# i2s_tx_serializer

**i2s_tx_serializer: M1 wires**

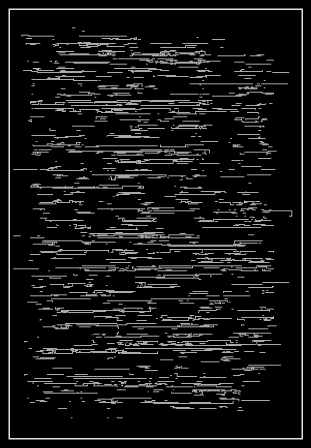
`src/rtl/i2s_tx_serializer.sv`:
```
// Philips I2S transmitter: one-deep sample holding register, BCLK/LRCLK generation,
// saturation to the codec width, and the same mono sample in both channel slots.
module i2s_tx_serializer #(
    parameter int CLK_DIV = 4,
    parameter int DATA_W  = 24
) (
    input  logic        clk,
    input  logic        reset,
    input  logic [31:0] sample_in,
    input  logic        sample_valid,
    output logic        sample_ready,
    output logic        bclk,
    output logic        lrclk,
    output logic        sdata,
    output logic        underrun
);

    localparam logic [7:0]         DIV_LAST = 8'(CLK_DIV - 1);
    localparam logic signed [31:0] SAT_MAX  = 32'sh7FFF_FFFF >>> (32 - DATA_W);
    localparam logic signed [31:0] SAT_MIN  = 32'sh8000_0000 >>> (32 - DATA_W);

    logic [7:0]  div_cnt;
    logic [5:0]  bit_cnt;
    logic [5:0]  bit_next;
    logic        full;
    logic [31:0] hold;
    logic [63:0] frame;
    logic        div_wrap;
    logic        fall_evt;
    logic        load_evt;
    logic signed [31:0] hold_s;
    logic [31:0] sat_val;
    logic [31:0] slot;

    assign div_wrap     = (div_cnt == DIV_LAST);
    assign fall_evt     = div_wrap & bclk;
    assign load_evt     = fall_evt & (bit_cnt == 6'd0);
    assign bit_next     = bit_cnt + 6'd1;
    assign sample_ready = ~full;
    assign hold_s       = hold;

    // Saturate, then left-justify the DATA_W-bit value in a 32-bit slot.
    always_comb begin
        sat_val = hold;
        if (hold_s > SAT_MAX) begin
            sat_val = SAT_MAX;
        end else if (hold_s < SAT_MIN) begin
            sat_val = SAT_MIN;
        end
        slot = sat_val << (32 - DATA_W);
    end

    always_ff @(posedge clk or negedge reset) begin
        if (!reset) begin
            div_cnt  <= 8'd0;
            bclk     <= 1'b0;
            bit_cnt  <= 6'd0;
            lrclk    <= 1'b0;
            sdata    <= 1'b0;
            underrun <= 1'b0;
            frame    <= 64'd0;
            full     <= 1'b0;
            hold     <= 32'd0;
        end else begin
            underrun <= 1'b0;

            if (div_wrap) begin
                div_cnt <= 8'd0;
                bclk    <= ~bclk;
            end else begin
                div_cnt <= div_cnt + 8'd1;
            end

            // frame holds the bits still to be sent, already advanced past sdata.
            if (fall_evt) begin
                bit_cnt <= bit_next;
                lrclk   <= bit_next[5];
                if (bit_cnt == 6'd0) begin
                    if (full) begin
                        sdata <= slot[31];
                        frame <= {slot[30:0], slot, 1'b0};
                    end else begin
                        sdata    <= 1'b0;
                        frame    <= 64'd0;
                        underrun <= 1'b1;
                    end
                end else begin
                    sdata <= frame[63];
                    frame <= {frame[62:0], 1'b0};
                end
            end

            // A load and a transfer never coincide: transfer needs empty, load-take needs full.
            if (load_evt && full) begin
                full <= 1'b0;
            end else if (sample_valid && !full) begin
                full <= 1'b1;
                hold <= sample_in;
            end
        end
    end

endmodule

```
`config.mk`:
```
export PLATFORM = sky130hd
export DESIGN_NAME = i2s_tx_serializer
export DESIGN_NICKNAME = d
export VERILOG_FILES = /design/src/rtl/i2s_tx_serializer.sv
export SDC_FILE = /design/constraint.sdc
export NUM_CORES = 1
export LEC_CHECK = 0
export ABC_CLOCK_PERIOD_IN_PS = 5000
export CAP_MARGIN = 30
export CELL_PAD_IN_SITES_DETAIL_PLACEMENT = 0
export CELL_PAD_IN_SITES_GLOBAL_PLACEMENT = 2
export CORE_ASPECT_RATIO = 1.5
export CORE_MARGIN = 3
export CORE_UTILIZATION = 39
export DETAILED_ROUTE_END_ITERATION = 10
export PLACE_DENSITY_LB_ADDON = 0.05
export SETUP_SLACK_MARGIN = 0.02
export SLEW_MARGIN = 20
export SYNTH_ARGS = -nofsm -noshare
export SYNTH_HDL_FRONTEND = slang
export SYNTH_SLANG_ARGS = --single-unit
```
`constraint.sdc`:
```
create_clock -name clk -period 5 [get_ports clk]
set_clock_uncertainty 0.1 [all_clocks]
set_input_delay 1 -clock clk [delete_from_list [all_inputs] [get_ports clk]]
set_output_delay 1 -clock clk [all_outputs]
set_load 0.01 [all_outputs]
```
==> flow_summary.yaml <==
# synthesis and place-and-route metrics
worst_setup_path:
  critPathArrivalTime_ns: 1.43
  worst_setup_path_end_kind: "output port"
  startpoint: "full"
  endpoint: "sample_ready"
placed_design:
  dpl.cell_count: 653
  dpl_cell_area_mm2: 0.00526
  place.gp.congestion: 0.702
final_timing:
  fmax_mhz: 395
  slew_headroom: 0.384
clocking:
  clockBufferDepth: 2
  cts_root_buf: "clkbuf_16"
global_routing:
  grt_busiest_layer: "met2"
  met2_usage: 0.250
  overflow: 0
route:
  antenna_left: 0
  dr.max_layer_used: "met4"
  routed-wl-met3_um: 309
  drc_errors: 0
outcome:
  status: "finished clean"
yosys:
  postSynth.asyncResetShare: 1.00
die:
  coreArea_mm2: 0.0117
Notes on 'M1 wires' of i2s_tx_serializer above:
497 nets have wire on it. The layer holds 47% of the routed length. The wires run mostly horizontal. The longest straight run is 26.7 um.


# vram_arbiter

**vram_arbiter: M1 wires**

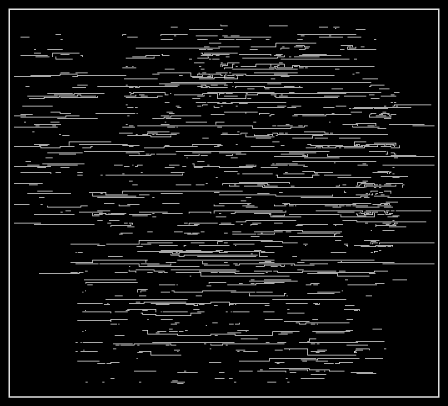
**vram_arbiter: signal wires on met2**

Bar = 20 um. Cells faint in the background.
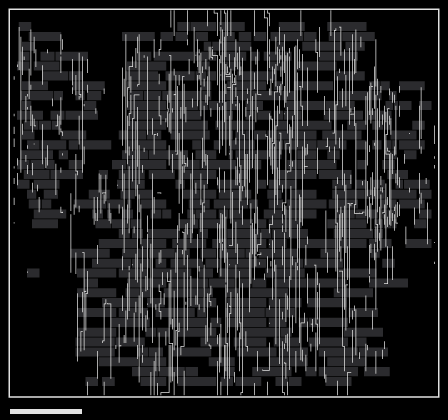
### src/rtl/vram_arbiter.sv
// VRAM port arbiter: display reads take absolute priority, CPU writes are posted
// through a small FIFO, and single-outstanding CPU reads follow all earlier writes.
module vram_arbiter #(
   parameter int AW     = 11,
   parameter int DW     = 8,
   parameter int WDEPTH = 4
) (
   input  logic          clk,
   input  logic          rst_n,
   input  logic          disp_req,
   input  logic [AW-1:0] disp_addr,
   output logic [DW-1:0] disp_data,
   input  logic          cpu_req,
   input  logic          cpu_we,
   input  logic [AW-1:0] cpu_addr,
   input  logic [DW-1:0] cpu_wdata,
   output logic          cpu_ack,
   output logic [DW-1:0] cpu_rdata,
   output logic          cpu_rvalid,
   output logic [AW-1:0] sram_addr,
   output logic          sram_we,
   output logic [DW-1:0] sram_wdata,
   input  logic [DW-1:0] sram_rdata,
   output logic          wfifo_full
);

   localparam int IW = $clog2(WDEPTH);
   localparam int PW = IW + 1;

   typedef enum logic [1:0] {RD_IDLE, RD_WAIT, RD_ISSUED} rd_state_e;

   rd_state_e     rd_state_q, rd_state_d;
   logic [PW-1:0] wr_ptr_q, wr_ptr_d;
   logic [PW-1:0] rd_ptr_q, rd_ptr_d;
   logic [AW-1:0] rd_addr_q, rd_addr_d;
   logic [DW-1:0] cpu_rdata_q, cpu_rdata_d;
   logic          cpu_rvalid_q, cpu_rvalid_d;

   logic [AW-1:0] wfifo_addr_mem [WDEPTH];
   logic [DW-1:0] wfifo_data_mem [WDEPTH];

   logic wfifo_empty;
   logic wr_accept;
   logic rd_accept;
   logic wfifo_pop;
   logic rd_issue;

   // Wrap bit distinguishes full from empty when the index bits match.
   always_comb begin
      wfifo_empty = (wr_ptr_q == rd_ptr_q);
      wfifo_full  = (wr_ptr_q[PW-1] != rd_ptr_q[PW-1]) &&
                    (wr_ptr_q[IW-1:0] == rd_ptr_q[IW-1:0]);
      wr_accept   = cpu_req & cpu_we & ~wfifo_full;
      rd_accept   = cpu_req & ~cpu_we & (rd_state_q == RD_IDLE);
      wfifo_pop   = ~disp_req & ~wfifo_empty;
      rd_issue    = ~disp_req & wfifo_empty & (rd_state_q == RD_WAIT);
      cpu_ack     = wr_accept | rd_accept;
   end

   always_comb begin
      wr_ptr_d    = wr_accept ? wr_ptr_q + PW'(1) : wr_ptr_q;
      rd_ptr_d    = wfifo_pop ? rd_ptr_q + PW'(1) : rd_ptr_q;
      rd_addr_d   = rd_accept ? cpu_addr : rd_addr_q;
      cpu_rdata_d = (rd_state_q == RD_ISSUED) ? sram_rdata : cpu_rdata_q;
      cpu_rvalid_d = (rd_state_q == RD_ISSUED);
   end

   // NOTE: every always_comb output gets a default first so no path leaves it
   // unassigned; otherwise synthesis infers a latch.
   always_comb begin
      rd_state_d = rd_state_q;
      case (rd_state_q)
         RD_IDLE:   if (rd_accept) rd_state_d = RD_WAIT;
         RD_WAIT:   if (rd_issue)  rd_state_d = RD_ISSUED;
         RD_ISSUED: rd_state_d = RD_IDLE;
         default:   rd_state_d = RD_IDLE;
      endcase
   end

   always_comb begin
      sram_addr  = disp_addr;
      sram_we    = 1'b0;
      sram_wdata = '0;
      if (wfifo_pop) begin
         sram_addr  = wfifo_addr_mem[rd_ptr_q[IW-1:0]];
         sram_wdata = wfifo_data_mem[rd_ptr_q[IW-1:0]];
         sram_we    = 1'b1;
      end else if (rd_issue) begin
         sram_addr = rd_addr_q;
      end
   end

   // NOTE: state flops use non-blocking assignments so every flop samples the
   // pre-edge values regardless of statement order.
   always_ff @(posedge clk or negedge rst_n) begin
      if (!rst_n) begin
         rd_state_q   <= RD_IDLE;
         wr_ptr_q     <= '0;
         rd_ptr_q     <= '0;
         rd_addr_q    <= '0;
         cpu_rdata_q  <= '0;
         cpu_rvalid_q <= 1'b0;
      end else begin
         rd_state_q   <= rd_state_d;
         wr_ptr_q     <= wr_ptr_d;
         rd_ptr_q     <= rd_ptr_d;
         rd_addr_q    <= rd_addr_d;
         cpu_rdata_q  <= cpu_rdata_d;
         cpu_rvalid_q <= cpu_rvalid_d;
      end
   end

   // NOTE: FIFO storage is not reset; the pointers alone decide which entries
   // are valid, so clearing the array would only cost reset fan-out.
   always_ff @(posedge clk) begin
      if (wr_accept) begin
         wfifo_addr_mem[wr_ptr_q[IW-1:0]] <= cpu_addr;
         wfifo_data_mem[wr_ptr_q[IW-1:0]] <= cpu_wdata;
      end
   end

   assign disp_data  = sram_rdata;
   assign cpu_rdata  = cpu_rdata_q;
   assign cpu_rvalid = cpu_rvalid_q;

endmodule

### config.mk
export PLATFORM = sky130hd
export DESIGN_NAME = vram_arbiter
export DESIGN_NICKNAME = d
export VERILOG_FILES = /design/src/rtl/vram_arbiter.sv
export SDC_FILE = /design/constraint.sdc
export NUM_CORES = 1
export LEC_CHECK = 0
export CORE_ASPECT_RATIO = 0.9
export CORE_MARGIN = 1.5
export CORE_UTILIZATION = 38
export CTS_BUF_LIST = sky130_fd_sc_hd__clkbuf_8
export DETAILED_ROUTE_END_ITERATION = 16
export SETUP_SLACK_MARGIN = 0.2
export SKIP_CTS_REPAIR_TIMING = 1
export SYNTH_ARGS = -nofsm -noshare
export SYNTH_HDL_FRONTEND = slang
export SYNTH_SLANG_ARGS = --single-unit
### constraint.sdc
create_clock -name clk -period 1.8 [get_ports clk]
set_input_delay 0.18 -clock clk [delete_from_list [all_inputs] [get_ports clk]]
set_output_delay 0.18 -clock clk [all_outputs]
set_load 0.1 [all_outputs]
==> flow_summary.yaml <==
# synthesis and place-and-route metrics
outcome:
  status: "finished, violations left"
  violations: "setup timing"
global_routing:
  use_met1: 0.209
  grt_busiest_layer: "met2"
die:
  taps: 156
  dieHeight_um: 107
  die_x_um: 118
  rows: 37
layout:
  largest_class: "registers"
  buffer_area_frac: 0.263
yosys:
  synthesis.nets: 317
  ys_area_mm2: 0.00453
worst_setup_path:
  crit_required_ns: 1.62
final_timing:
  worst_slack_ns: -0.395
  setup_viol: 36
route:
  viasPerCell: 5.08
placed_design:
  dp_hpwl_mm: 6.68
Notes on 'M1 wires' of vram_arbiter above:
380 nets have wire on it. The wires run mostly horizontal. The layer carries 4530 um of wire.

Notes on 'signal wires on met2' of vram_arbiter above:
The wires run mostly vertical. The layer carries 4970 um of wire. The longest straight run is 48.3 um. The layer holds 49% of the routed length.
via count: 2812
Global Route met2 Usage: 0.267
WL final: 10.1 mm


